# vga_timing_gen

Figure 1. Wire density map (vga_timing_gen).
9 x 16 tiles, from white (low) to dark blue (high), scaled to the fullest tile. Values are wire area over tile area, all layers added.
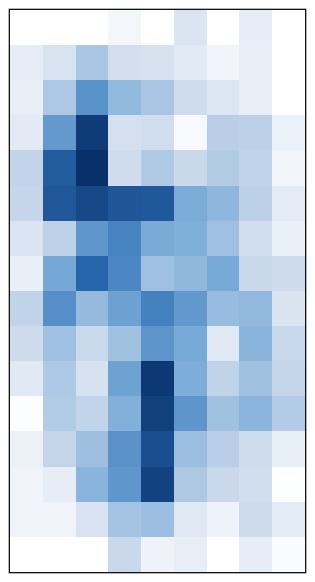

**config.mk**
```make
export PLATFORM = sky130hd
export DESIGN_NAME = vga_timing_gen
export DESIGN_NICKNAME = d
export VERILOG_FILES = /design/src/rtl/vga_timing_gen.sv
export SDC_FILE = /design/constraint.sdc
export NUM_CORES = 1
export LEC_CHECK = 0
export CAP_MARGIN = 20
export CORE_ASPECT_RATIO = 2
export CORE_MARGIN = 2
export CORE_UTILIZATION = 50
export DETAILED_ROUTE_END_ITERATION = 12
export PLACE_DENSITY_LB_ADDON = 0.3
export SLEW_MARGIN = 20
export SYNTH_ARGS = -nofsm -noshare
export SYNTH_HDL_FRONTEND = slang
export SYNTH_SLANG_ARGS = --single-unit
```
**constraint.sdc**
```tcl
create_clock -name vga_clk -period 4.55 [get_ports vga_clk]
set_input_delay 0.455 -clock vga_clk [delete_from_list [all_inputs] [get_ports vga_clk]]
set_output_delay 0.455 -clock vga_clk [all_outputs]
set_load 0.03 [all_outputs]
```
**src/rtl/vga_timing_gen.sv**
```systemverilog
// 640x480@60 VGA raster timing: free-running pixel/line counters, blanking,
// sync pulses delayed to match the downstream colour register, frame tracking.
module vga_timing_gen #(
  parameter int PIPE_DELAY  = 1,
  parameter int FRAME_CNT_W = 8
) (
  input  logic                   vga_clk,
  input  logic                   reset_n,
  output logic [9:0]             DrawX,
  output logic [9:0]             DrawY,
  output logic                   blank,
  output logic                   hs,
  output logic                   vs,
  output logic                   sync,
  output logic                   frame_end,
  output logic [FRAME_CNT_W-1:0] frame_count
);

  localparam logic [9:0] H_VIS    = 10'd640;
  localparam logic [9:0] H_SYNC_S = 10'd656;
  localparam logic [9:0] H_SYNC_E = 10'd751;
  localparam logic [9:0] H_LAST   = 10'd799;
  localparam logic [9:0] V_VIS    = 10'd480;
  localparam logic [9:0] V_SYNC_S = 10'd490;
  localparam logic [9:0] V_SYNC_E = 10'd491;
  localparam logic [9:0] V_LAST   = 10'd524;

  logic [9:0]             hc_q, hc_d;
  logic [9:0]             vc_q, vc_d;
  logic [FRAME_CNT_W-1:0] frame_count_q, frame_count_d;
  logic                   line_end;
  logic                   hs_raw, vs_raw;

  always_comb begin
    line_end      = (hc_q == H_LAST);
    frame_end     = line_end && (vc_q == V_LAST);
    hc_d          = line_end ? 10'd0 : hc_q + 10'd1;
    vc_d          = vc_q;
    frame_count_d = frame_count_q;
    if (frame_end) begin
      vc_d          = 10'd0;
      frame_count_d = frame_count_q + FRAME_CNT_W'(1);
    end else if (line_end) begin
      vc_d = vc_q + 10'd1;
    end
  end

  always_ff @(posedge vga_clk or negedge reset_n) begin
    if (!reset_n) begin
      hc_q          <= '0;
      vc_q          <= '0;
      frame_count_q <= '0;
    end else begin
      hc_q          <= hc_d;
      vc_q          <= vc_d;
      frame_count_q <= frame_count_d;
    end
  end

  assign DrawX       = hc_q;
  assign DrawY       = vc_q;
  assign frame_count = frame_count_q;
  assign sync        = 1'b0;
  assign blank       = (hc_q < H_VIS) && (vc_q < V_VIS);
  assign hs_raw      = !((hc_q >= H_SYNC_S) && (hc_q <= H_SYNC_E));
  assign vs_raw      = !((vc_q >= V_SYNC_S) && (vc_q <= V_SYNC_E));

  // Sync delay chain; stage 0 takes the raw pulse, the last stage drives the pin.
  if (PIPE_DELAY == 0) begin : g_no_dly
    assign hs = hs_raw;
    assign vs = vs_raw;
  end else begin : g_dly
    logic [PIPE_DELAY-1:0] hs_dly_q, hs_dly_d;
    logic [PIPE_DELAY-1:0] vs_dly_q, vs_dly_d;

    always_comb begin
      hs_dly_d    = hs_dly_q << 1;
      vs_dly_d    = vs_dly_q << 1;
      hs_dly_d[0] = hs_raw;
      vs_dly_d[0] = vs_raw;
    end

    always_ff @(posedge vga_clk or negedge reset_n) begin
      if (!reset_n) begin
        hs_dly_q <= '1;
        vs_dly_q <= '1;
      end else begin
        hs_dly_q <= hs_dly_d;
        vs_dly_q <= vs_dly_d;
      end
    end

    assign hs = hs_dly_q[PIPE_DELAY-1];
    assign vs = vs_dly_q[PIPE_DELAY-1];
  end

endmodule

```
# led_seq_ctrl_flat

### config.mk
export PLATFORM = sky130hd
export DESIGN_NAME = led_seq_ctrl_flat
export DESIGN_NICKNAME = d
export VERILOG_FILES = /design/src/rtl/led_seq_ctrl_if.sv /design/src/rtl/led_seq_ctrl.sv /design/src/flat_wrapper.sv
export SDC_FILE = /design/constraint.sdc
export NUM_CORES = 1
export LEC_CHECK = 0
export CAP_MARGIN = 30
export CORE_MARGIN = 4
export CORE_UTILIZATION = 46
export CTS_BUF_LIST = sky130_fd_sc_hd__clkbuf_8
export CTS_CLUSTER_SIZE = 40
export DETAILED_ROUTE_END_ITERATION = 7
export PLACE_DENSITY = 0.67
export SLEW_MARGIN = 20
export SYNTH_ARGS = -nofsm -noshare
export SYNTH_HDL_FRONTEND = slang
export SYNTH_SLANG_ARGS = --single-unit
### constraint.sdc
create_clock -name iclk -period 2.94 [get_ports iclk]
set_input_delay 0.882 -clock iclk [delete_from_list [all_inputs] [get_ports iclk]]
set_output_delay 0.882 -clock iclk [all_outputs]
set_load 0.1 [all_outputs]
### src/rtl/led_seq_ctrl_if.sv
// Command port between the host-side decoder and the LED sequencer.
interface led_seq_ctrl_if #(
    parameter int unsigned DIV_W = 24
);
    logic             cmd_valid;
    logic             cmd_ready;
    logic [2:0]       cmd_mode;
    logic [DIV_W-1:0] cmd_div;
    logic             cmd_err;

    modport master (
        output cmd_valid,
        output cmd_mode,
        output cmd_div,
        input  cmd_ready,
        input  cmd_err
    );

    modport slave (
        input  cmd_valid,
        input  cmd_mode,
        input  cmd_div,
        output cmd_ready,
        output cmd_err
    );
endinterface

### src/rtl/led_seq_ctrl.sv
// Command-driven sequencer for the 4-LED bank (active-low drive).
// A prescaler produces a step every div+1 cycles; each step advances the
// pattern for the current mode. Commands take one APPLY cycle to land.
module led_seq_ctrl #(
    parameter int unsigned      DIV_W       = 24,
    parameter logic [DIV_W-1:0] DEFAULT_DIV = 24'd11_999_999
) (
    input  logic          iclk,
    input  logic          rst,
    led_seq_ctrl_if.slave cmd_if,
    output logic [3:0]    leds,
    output logic          step
);

    localparam logic [0:0] S_RUN   = 1'b0;
    localparam logic [0:0] S_APPLY = 1'b1;

    localparam logic [2:0] M_HOLD    = 3'd0;
    localparam logic [2:0] M_ROT_L   = 3'd1;
    localparam logic [2:0] M_ROT_R   = 3'd2;
    localparam logic [2:0] M_BOUNCE  = 3'd3;
    localparam logic [2:0] M_BLINK   = 3'd4;
    localparam logic [2:0] M_ALL_OFF = 3'd5;

    localparam logic DIR_LEFT  = 1'b0;
    localparam logic DIR_RIGHT = 1'b1;

    localparam logic [DIV_W-1:0] CNT_ONE = {{(DIV_W-1){1'b0}}, 1'b1};

    logic [0:0]       r_state;
    logic [3:0]       r_leds;
    logic [2:0]       r_mode;
    logic [DIV_W-1:0] r_div;
    logic [DIV_W-1:0] r_cnt;
    logic             r_dir;
    logic             r_step;
    logic             r_err;
    logic [2:0]       r_pmode;
    logic [DIV_W-1:0] r_pdiv;

    logic             w_xfer;
    logic             w_legal;
    logic             w_count_en;
    logic             w_tick;
    logic [3:0]       w_rot_l;
    logic [3:0]       w_rot_r;
    logic [3:0]       w_step_leds;
    logic             w_step_dir;
    logic [3:0]       w_keep_leds;
    logic [3:0]       w_load_leds;
    logic             w_load_dir;

    assign w_xfer  = cmd_if.cmd_valid && (r_state == S_RUN);
    assign w_legal = (r_pmode <= M_ALL_OFF);
    // A discarded command must not stall the prescaler, so APPLY counts too.
    assign w_count_en = (r_state == S_RUN) || !w_legal;
    assign w_tick     = w_count_en && (r_cnt == r_div);

    assign w_rot_l = {r_leds[2:0], r_leds[3]};
    assign w_rot_r = {r_leds[0], r_leds[3:1]};

    // Pattern and bounce direction after a prescaler step in the current mode.
    always_comb begin
        w_step_leds = r_leds;
        w_step_dir  = r_dir;
        case (r_mode)
            M_ROT_L:   w_step_leds = w_rot_l;
            M_ROT_R:   w_step_leds = w_rot_r;
            M_BOUNCE: begin
                if (r_dir == DIR_LEFT) begin
                    w_step_leds = w_rot_l;
                    if (w_rot_l == 4'b0111) w_step_dir = DIR_RIGHT;
                end else begin
                    w_step_leds = w_rot_r;
                    if (w_rot_r == 4'b1110) w_step_dir = DIR_LEFT;
                end
            end
            M_BLINK:   w_step_leds = ~r_leds;
            M_ALL_OFF: w_step_leds = 4'b1111;
            default:   ;
        endcase
    end

    // Pattern and direction loaded when a legal command is applied.
    always_comb begin
        w_keep_leds = $onehot(~r_leds) ? r_leds : 4'b1110;
        w_load_leds = r_leds;
        w_load_dir  = r_dir;
        case (r_pmode)
            M_ROT_L, M_ROT_R: w_load_leds = w_keep_leds;
            M_BOUNCE: begin
                w_load_leds = w_keep_leds;
                w_load_dir  = (w_keep_leds == 4'b0111) ? DIR_RIGHT : DIR_LEFT;
            end
            M_BLINK:   w_load_leds = 4'b0000;
            M_ALL_OFF: w_load_leds = 4'b1111;
            default:   ;
        endcase
    end

    // FSM, prescaler and pattern state; APPLY overrides a step taken in the same pass.
    always_ff @(posedge iclk or negedge rst) begin
        if (!rst) begin
            r_state <= S_RUN;
            r_leds  <= 4'b1110;
            r_mode  <= M_ROT_L;
            r_div   <= DEFAULT_DIV;
            r_cnt   <= '0;
            r_dir   <= DIR_LEFT;
            r_step  <= 1'b0;
            r_err   <= 1'b0;
            r_pmode <= M_HOLD;
            r_pdiv  <= '0;
        end else begin
            r_step <= w_tick;
            r_err  <= w_xfer && (cmd_if.cmd_mode > M_ALL_OFF);

            if (w_tick) begin
                r_cnt  <= '0;
                r_leds <= w_step_leds;
                r_dir  <= w_step_dir;
            end else if (w_count_en) begin
                r_cnt <= r_cnt + CNT_ONE;
            end

            case (r_state)
                S_RUN: begin
                    if (w_xfer) begin
                        r_state <= S_APPLY;
                        r_pmode <= cmd_if.cmd_mode;
                        r_pdiv  <= cmd_if.cmd_div;
                    end
                end
                default: begin
                    r_state <= S_RUN;
                    if (w_legal) begin
                        r_mode <= r_pmode;
                        r_div  <= r_pdiv;
                        r_cnt  <= '0;
                        r_leds <= w_load_leds;
                        r_dir  <= w_load_dir;
                    end
                end
            endcase
        end
    end

    assign cmd_if.cmd_ready = (r_state == S_RUN);
    assign cmd_if.cmd_err   = r_err;
    assign leds             = r_leds;
    assign step             = r_step;

endmodule

### src/flat_wrapper.sv
// flat-port wrapper written by rule: the top's interface ports become plain ports
module led_seq_ctrl_flat 
#(
    parameter int unsigned      DIV_W       = 24,
    parameter logic [DIV_W-1:0] DEFAULT_DIV = 24'd11_999_999
)
  (iclk, rst, leds, step, cmd_if_cmd_valid, cmd_if_cmd_mode, cmd_if_cmd_div, cmd_if_cmd_ready, cmd_if_cmd_err);
  led_seq_ctrl_if #(.DIV_W(DIV_W)) cmd_if_i ();
  input  logic iclk;
  input  logic rst;
  output logic [3:0] leds;
  output logic step;
  input wire logic [$bits(cmd_if_i.cmd_valid)-1:0] cmd_if_cmd_valid;
  input wire logic [$bits(cmd_if_i.cmd_mode)-1:0] cmd_if_cmd_mode;
  input wire logic [$bits(cmd_if_i.cmd_div)-1:0] cmd_if_cmd_div;
  output wire logic [$bits(cmd_if_i.cmd_ready)-1:0] cmd_if_cmd_ready;
  output wire logic [$bits(cmd_if_i.cmd_err)-1:0] cmd_if_cmd_err;
  assign cmd_if_i.cmd_valid = cmd_if_cmd_valid;
  assign cmd_if_i.cmd_mode = cmd_if_cmd_mode;
  assign cmd_if_i.cmd_div = cmd_if_cmd_div;
  assign cmd_if_cmd_ready = cmd_if_i.cmd_ready;
  assign cmd_if_cmd_err = cmd_if_i.cmd_err;
  led_seq_ctrl #(.DIV_W(DIV_W), .DEFAULT_DIV(DEFAULT_DIV)) u_core (.iclk(iclk), .rst(rst), .cmd_if(cmd_if_i), .leds(leds), .step(step));
endmodule

==> gallery <==
Gate families picked out.
shot_01.png
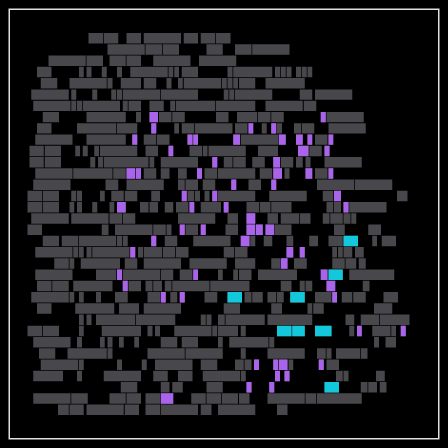
shot_02.png
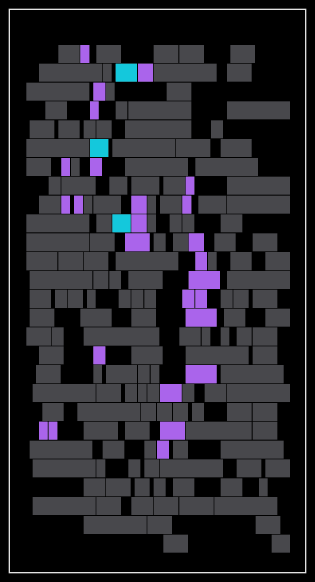
The one with the most cells is shot_01.png.
| from | picture |
|---|---|
| vga_timing_gen | shot_02.png |
| led_seq_ctrl_flat | shot_01.png |

Key to shot_02.png:
- cyan: AND-OR and OR-AND gates (cells 3)
- purple: NOR gates (cells 26)

Figure 2. Clock nets (led_seq_ctrl_flat).
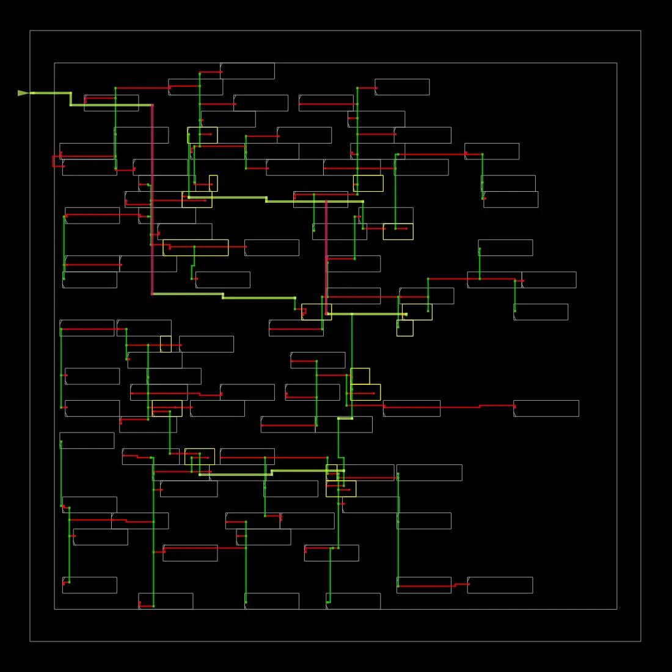
clk ins delay skew pair: 0.35 ns
clk pwr: 824 uW

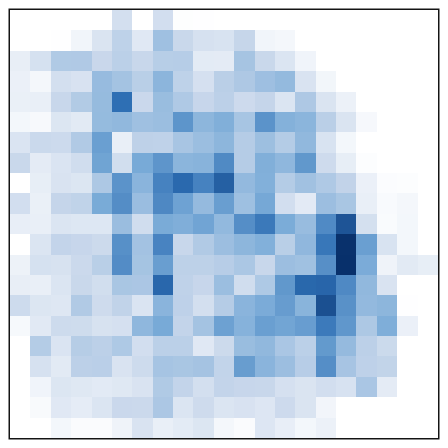
Figure 3: led_seq_ctrl_flat, wire density map.
21 x 21 tiles, from white (low) to dark blue (high), scaled to the fullest tile. Values are wire area over tile area, all layers added.
- fullest tile: 0.54
- nearly empty tiles: 20%
- mean over tiles: 0.13
- densest ninth of the die: middle
WL per Instance: 15.9 um
All-Layer GR Usage: 18.7%

==> results_slide.txt, led_seq_ctrl_flat <==
Synthesis and Place & Route Summary

Run status
  • Outcome: finished, final reports clean

Worst hold path
  • Hold Crit Class: reg -> reg

Clock tree
  • Num CTS Buffers: 9
  • CTS clk-pin slew, worst paths: 0.09 ns

Setup path
  • Crit path kind: reg -> reg
  • CP Depth: 9

Yosys
  • Yosys cell count: 415
  • MUX area fraction: 8.01%
  • Asr flop ratio synth: 100%
  • Post-Syn Area per Cell: 10.1 um2

Cells and area
  • Multi-input combinational area share: 39.3%
  • # fillers: 793
  • Area Overhead vs Synth: 17.2%

Placement
  • Final HPWL DP: 6350 um
  • Placed Area: 0.00470 mm2

Global route
  • Vias in the first global route: 3,097

Power and ir drop
  • P_comb: 1150 uW
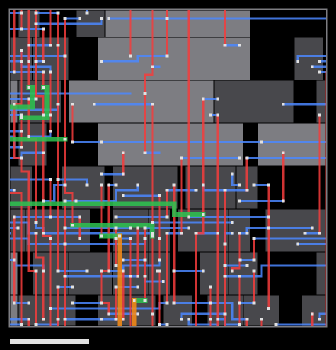
Figure 4: vga_timing_gen, a small window of the routed layout.
Bar = 5 um. Window x 11 to 31, y 47 to 67 um. Cells in grey, sequential cells in the stronger grey; small squares are vias.
- green: metal 3
- blue: metal 1
- orange: metal 4
- red: metal 2
- netlist names of flops here include: DrawX (2)
- sequential cells in the window: 4
- cells with their middle in the window: 34
- most frequent: dfrtp_1 (3), nand3_1 (3), nor2_1 (3)

About Figure 1:
- emptiest ninth of the die: top right
- tiles over half the peak: 20%
- fullest tile: 0.51
- mean over tiles: 0.16
- nearly empty tiles: 9.7%
WL per Instance: 16.6 um
routed via count: 1,195
All-Layer GR Usage: 22.9%

==> results_slide.txt, vga_timing_gen <==
Synthesis and Place & Route Summary

Clock tree
  • Hold Buf Count CTS: 0

Route
  • ANT nets after route: 0
  • Met3 WL: 158 um
  • Top Metal Used: met4

Global route
  • Met1 global-route usage: 24.0%
  • Busiest grt layer: met2

Run status
  • Outcome: finished, final reports clean

Cells and area
  • Non-filler cells in the finished layout: 209
  • Clock-cell share of area: 5.58%
  • Top cells excl fill/tap: clkdlybuf4s50_1, dfrtp_1, nand3_1
  • Cell class with the largest area share: sequential cells
  • Multi-input combinational area share: 35.0%

Timing
  • Final hold slack: 0.465 ns
  • Final period utilization: 70.8%

Setup path
  • CP Depth: 4
  • R2r endpoint: frame_count[1]
  • Worst reg2reg path depth: 4

Yosys
  • XOR/XNOR share of the synthesized area: 11.2%
  • Adder share: 4.21%

Power and ir drop
  • Pwr dens: 274 mW/mm2

Placement
  • I/O Buffers: 33

# eth_header_buffer

**config.mk**
```make
export PLATFORM = sky130hd
export DESIGN_NAME = eth_header_buffer
export DESIGN_NICKNAME = d
export VERILOG_FILES = /design/src/rtl/eth_header_buffer.sv
export SDC_FILE = /design/constraint.sdc
export NUM_CORES = 2
export LEC_CHECK = 0
export CAP_MARGIN = 10
export CORE_AREA = 2 2 637 639
export CTS_CLUSTER_SIZE = 24
export DETAILED_ROUTE_END_ITERATION = 12
export DIE_AREA = 0 0 639 641
export HOLD_SLACK_MARGIN = 0.03
export PLACE_DENSITY = 0.38
export SYNTH_ARGS = -nofsm -noshare
export SYNTH_HDL_FRONTEND = slang
export SYNTH_SLANG_ARGS = --single-unit
```
**constraint.sdc**
```tcl
create_clock -name clk -period 5.2 [get_ports clk]
set_input_delay 1.3 -clock clk [delete_from_list [all_inputs] [get_ports clk]]
set_output_delay 1.3 -clock clk [all_outputs]
set_load 0.02 [all_outputs]
```
**src/rtl/eth_header_buffer.sv**
```systemverilog
// eth_header_buffer: dual-port header RAM with an Avalon-MM slave for
// host access and an Avalon-ST source that replays the first hdr_len
// words as one packet per start pulse.
// Optional build macro HDR_BUF_CHECKSUM_EN adds a csum output carrying the
// 16-bit ones'-complement sum of the emitted bytes (needs DATA_WIDTH == 8).
module eth_header_buffer #(
    parameter int DATA_WIDTH = 8,
    parameter int ADDR_WIDTH = 8,
    parameter     INIT_FILE  = "eth_header_buffer.hex"
) (
    input  logic                  clk,
    input  logic                  reset,
    input  logic [ADDR_WIDTH-1:0] address,
    input  logic                  chipselect,
    input  logic                  write,
    input  logic [DATA_WIDTH-1:0] writedata,
    output logic [DATA_WIDTH-1:0] readdata,
    input  logic                  start,
    input  logic [ADDR_WIDTH:0]   hdr_len,
    output logic                  busy,
    output logic                  done,
    output logic [DATA_WIDTH-1:0] src_data,
    output logic                  src_valid,
    output logic                  src_sop,
    output logic                  src_eop,
    input  logic                  src_ready
`ifdef HDR_BUF_CHECKSUM_EN
    ,
    output logic [15:0]           csum
`endif
);

    localparam int                DEPTH   = 2 ** ADDR_WIDTH;
    localparam int                CW      = ADDR_WIDTH + 1;
    localparam logic [CW-1:0]     DEPTH_C = CW'(DEPTH);

    typedef enum logic [1:0] {IDLE, STREAM, FLUSH} state_t;

    // RAM preload from INIT_FILE is applied by the device memory-init flow;
    // no simulation logic consumes it here.
    if (INIT_FILE == "") begin : g_no_preload
    end

    logic [DATA_WIDTH-1:0] mem [DEPTH];

    state_t                       state_q, state_d;
    logic [CW-1:0]                len_q, len_d;
    logic [CW-1:0]                ptr_q, ptr_d;
    logic                         done_q, done_d;
    logic [DATA_WIDTH-1:0]        readdata_q, readdata_d;
    logic [DATA_WIDTH-1:0]        rd_data_q, rd_data_d;
    logic                         pend_q, pend_d;
    logic                         pend_sop_q, pend_sop_d;
    logic                         pend_eop_q, pend_eop_d;
    logic [1:0][DATA_WIDTH-1:0]   fifo_data_q, fifo_data_d;
    logic [1:0]                   fifo_sop_q, fifo_sop_d;
    logic [1:0]                   fifo_eop_q, fifo_eop_d;
    logic                         head_q, head_d;
    logic                         tail_q, tail_d;
    logic [1:0]                   count_q, count_d;

    logic                         rd_issue;
    logic [ADDR_WIDTH-1:0]        rd_addr;
    logic                         issue_sop, issue_eop;
    logic                         pop;
    logic                         room;
    logic [2:0]                   occ;
    logic [CW-1:0]                len_clamp;

    // Output FIFO occupancy including the read still in flight decides
    // whether another RAM read may be launched this cycle.
    always_comb begin
        pop       = (count_q != 2'd0) && src_ready;
        occ       = {1'b0, count_q} + {2'b00, pend_q} - {2'b00, pop};
        room      = (occ < 3'd2);
        len_clamp = (hdr_len > DEPTH_C) ? DEPTH_C : hdr_len;
    end

    // Control FSM: accepts start in IDLE, issues reads in STREAM, waits
    // for the eop beat to drain in FLUSH.
    always_comb begin
        state_d   = state_q;
        len_d     = len_q;
        ptr_d     = ptr_q;
        done_d    = 1'b0;
        rd_issue  = 1'b0;
        rd_addr   = ptr_q[ADDR_WIDTH-1:0];
        issue_sop = 1'b0;
        issue_eop = 1'b0;
        case (state_q)
            IDLE: begin
                if (start) begin
                    if (hdr_len == '0) begin
                        done_d = 1'b1;
                    end else begin
                        // Word 0 is fetched in the start cycle so the first
                        // beat is valid two cycles after start.
                        len_d     = len_clamp;
                        rd_issue  = 1'b1;
                        rd_addr   = '0;
                        issue_sop = 1'b1;
                        issue_eop = (len_clamp == CW'(1));
                        ptr_d     = CW'(1);
                        state_d   = STREAM;
                    end
                end
            end
            STREAM: begin
                if ((ptr_q < len_q) && room) begin
                    rd_issue  = 1'b1;
                    issue_eop = (ptr_q == len_q - CW'(1));
                    ptr_d     = ptr_q + CW'(1);
                end
                if (ptr_d == len_q) begin
                    state_d = FLUSH;
                end
            end
            FLUSH: begin
                if (pop && src_eop) begin
                    state_d = IDLE;
                    done_d  = 1'b1;
                    ptr_d   = '0;
                end
            end
            default: state_d = IDLE;
        endcase
    end

    // RAM read ports: MM read every chipselect cycle, stream read on issue.
    always_comb begin
        readdata_d = chipselect ? mem[address] : readdata_q;
        rd_data_d  = rd_issue ? mem[rd_addr] : rd_data_q;
        pend_d     = rd_issue;
        pend_sop_d = issue_sop;
        pend_eop_d = issue_eop;
    end

    // Two-entry output FIFO fed by the RAM read register.
    always_comb begin
        fifo_data_d = fifo_data_q;
        fifo_sop_d  = fifo_sop_q;
        fifo_eop_d  = fifo_eop_q;
        head_d      = head_q;
        tail_d      = tail_q;
        if (pend_q) begin
            fifo_data_d[tail_q] = rd_data_q;
            fifo_sop_d[tail_q]  = pend_sop_q;
            fifo_eop_d[tail_q]  = pend_eop_q;
            tail_d              = ~tail_q;
        end
        if (pop) begin
            head_d = ~head_q;
        end
        count_d = count_q + {1'b0, pend_q} - {1'b0, pop};
    end

    // MM write port; a write and a stream read to one address in the same
    // cycle returns the old word to the stream.
    always_ff @(posedge clk) begin
        if (chipselect && write) begin
            mem[address] <= writedata;
        end
    end

    // Stream RAM read register; its content is qualified by pend_q.
    always_ff @(posedge clk) begin
        rd_data_q <= rd_data_d;
    end

    // Control and output state with asynchronous reset.
    always_ff @(posedge clk or posedge reset) begin
        if (reset) begin
            state_q     <= IDLE;
            len_q       <= '0;
            ptr_q       <= '0;
            done_q      <= 1'b0;
            readdata_q  <= '0;
            pend_q      <= 1'b0;
            pend_sop_q  <= 1'b0;
            pend_eop_q  <= 1'b0;
            fifo_data_q <= '0;
            fifo_sop_q  <= '0;
            fifo_eop_q  <= '0;
            head_q      <= 1'b0;
            tail_q      <= 1'b0;
            count_q     <= 2'd0;
        end else begin
            state_q     <= state_d;
            len_q       <= len_d;
            ptr_q       <= ptr_d;
            done_q      <= done_d;
            readdata_q  <= readdata_d;
            pend_q      <= pend_d;
            pend_sop_q  <= pend_sop_d;
            pend_eop_q  <= pend_eop_d;
            fifo_data_q <= fifo_data_d;
            fifo_sop_q  <= fifo_sop_d;
            fifo_eop_q  <= fifo_eop_d;
            head_q      <= head_d;
            tail_q      <= tail_d;
            count_q     <= count_d;
        end
    end

    assign readdata  = readdata_q;
    assign busy      = (state_q != IDLE);
    assign done      = done_q;
    assign src_valid = (count_q != 2'd0);
    assign src_data  = fifo_data_q[head_q];
    assign src_sop   = src_valid && fifo_sop_q[head_q];
    assign src_eop   = src_valid && fifo_eop_q[head_q];

`ifdef HDR_BUF_CHECKSUM_EN
    logic [15:0] csum_q, csum_d;
    logic        odd_q, odd_d;
    logic [15:0] csum_word;
    logic [16:0] csum_sum;

    // Running ones'-complement sum; even bytes land in the high half of a
    // 16-bit word, odd bytes in the low half, end-around carry per beat.
    always_comb begin
        csum_d    = csum_q;
        odd_d     = odd_q;
        csum_word = odd_q ? {8'h00, src_data[7:0]} : {src_data[7:0], 8'h00};
        csum_sum  = {1'b0, csum_q} + {1'b0, csum_word};
        if ((state_q == IDLE) && start) begin
            csum_d = '0;
            odd_d  = 1'b0;
        end else if (pop) begin
            csum_d = csum_sum[15:0] + {15'd0, csum_sum[16]};
            odd_d  = ~odd_q;
        end
    end

    // Checksum state register.
    always_ff @(posedge clk or posedge reset) begin
        if (reset) begin
            csum_q <= '0;
            odd_q  <= 1'b0;
        end else begin
            csum_q <= csum_d;
            odd_q  <= odd_d;
        end
    end

    assign csum = csum_q;
`endif

endmodule
```
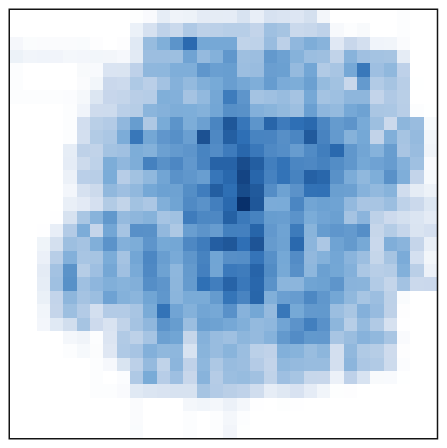
Figure 5: eth_header_buffer, wire density map.
32 x 32 tiles, from white (low) to dark blue (high), scaled to the fullest tile. Values are wire area over tile area, all layers added.
- tiles over half the peak: 26%
- densest ninth of the die: middle
- emptiest ninth of the die: bottom left
- nearly empty tiles: 26%
- fullest tile: 0.58
All-Layer GR Usage: 21.6%
final wirelength: 452,000 um
WL per Instance: 36.0 um

==> results_slide.txt <==
Synthesis and Place & Route Summary

Power and ir drop
  • Clk network pwr share: 32.7%
  • Max VDD drop: 0.000276 V

Yosys
  • Yosys cell count: 6,354
  • Synth warn: 0

Setup path
  • Critical path arrival: 5.83 ns
  • Crit. End Element: flip-flop

Timing
  • Setup TNS: 0 ns
  • Final min period: 5.20 ns
  • Pins Over Slew Limit: 0

Route
  • DRT met1 WL: 194,000 um

Cells and area
  • Logic Gate Count: 3,687
  • Largest registers: mem x2048, fifo_data_q x16
  • Fin util: 30.5%

Floorplan
  • Tap cell count: 5,287

Global route
  • Busiest grt layer: met2
  • Vias in the first global route: 68.4k

Worst hold path
  • Worst Hold Depth: 1

Run status
  • Outcome: finished, final reports clean
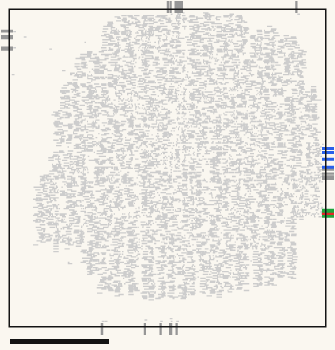
Figure 6: eth_header_buffer, pin placement.
Bar = 200 um. Pins as bars across the die edge, other pins in grey.
- red: reset (pins 1; direction input; edge right)
- green: hdr_len (pins 9; direction input; edge right)
- blue: src_data (pins 8; direction output; edge right)
- all pins by edge: 25 right, 13 top, 8 bottom, 6 left
Die H: 641 um
die width: 639 um
I/O Buffers: 51


Power and IR drop assume default switching activity.
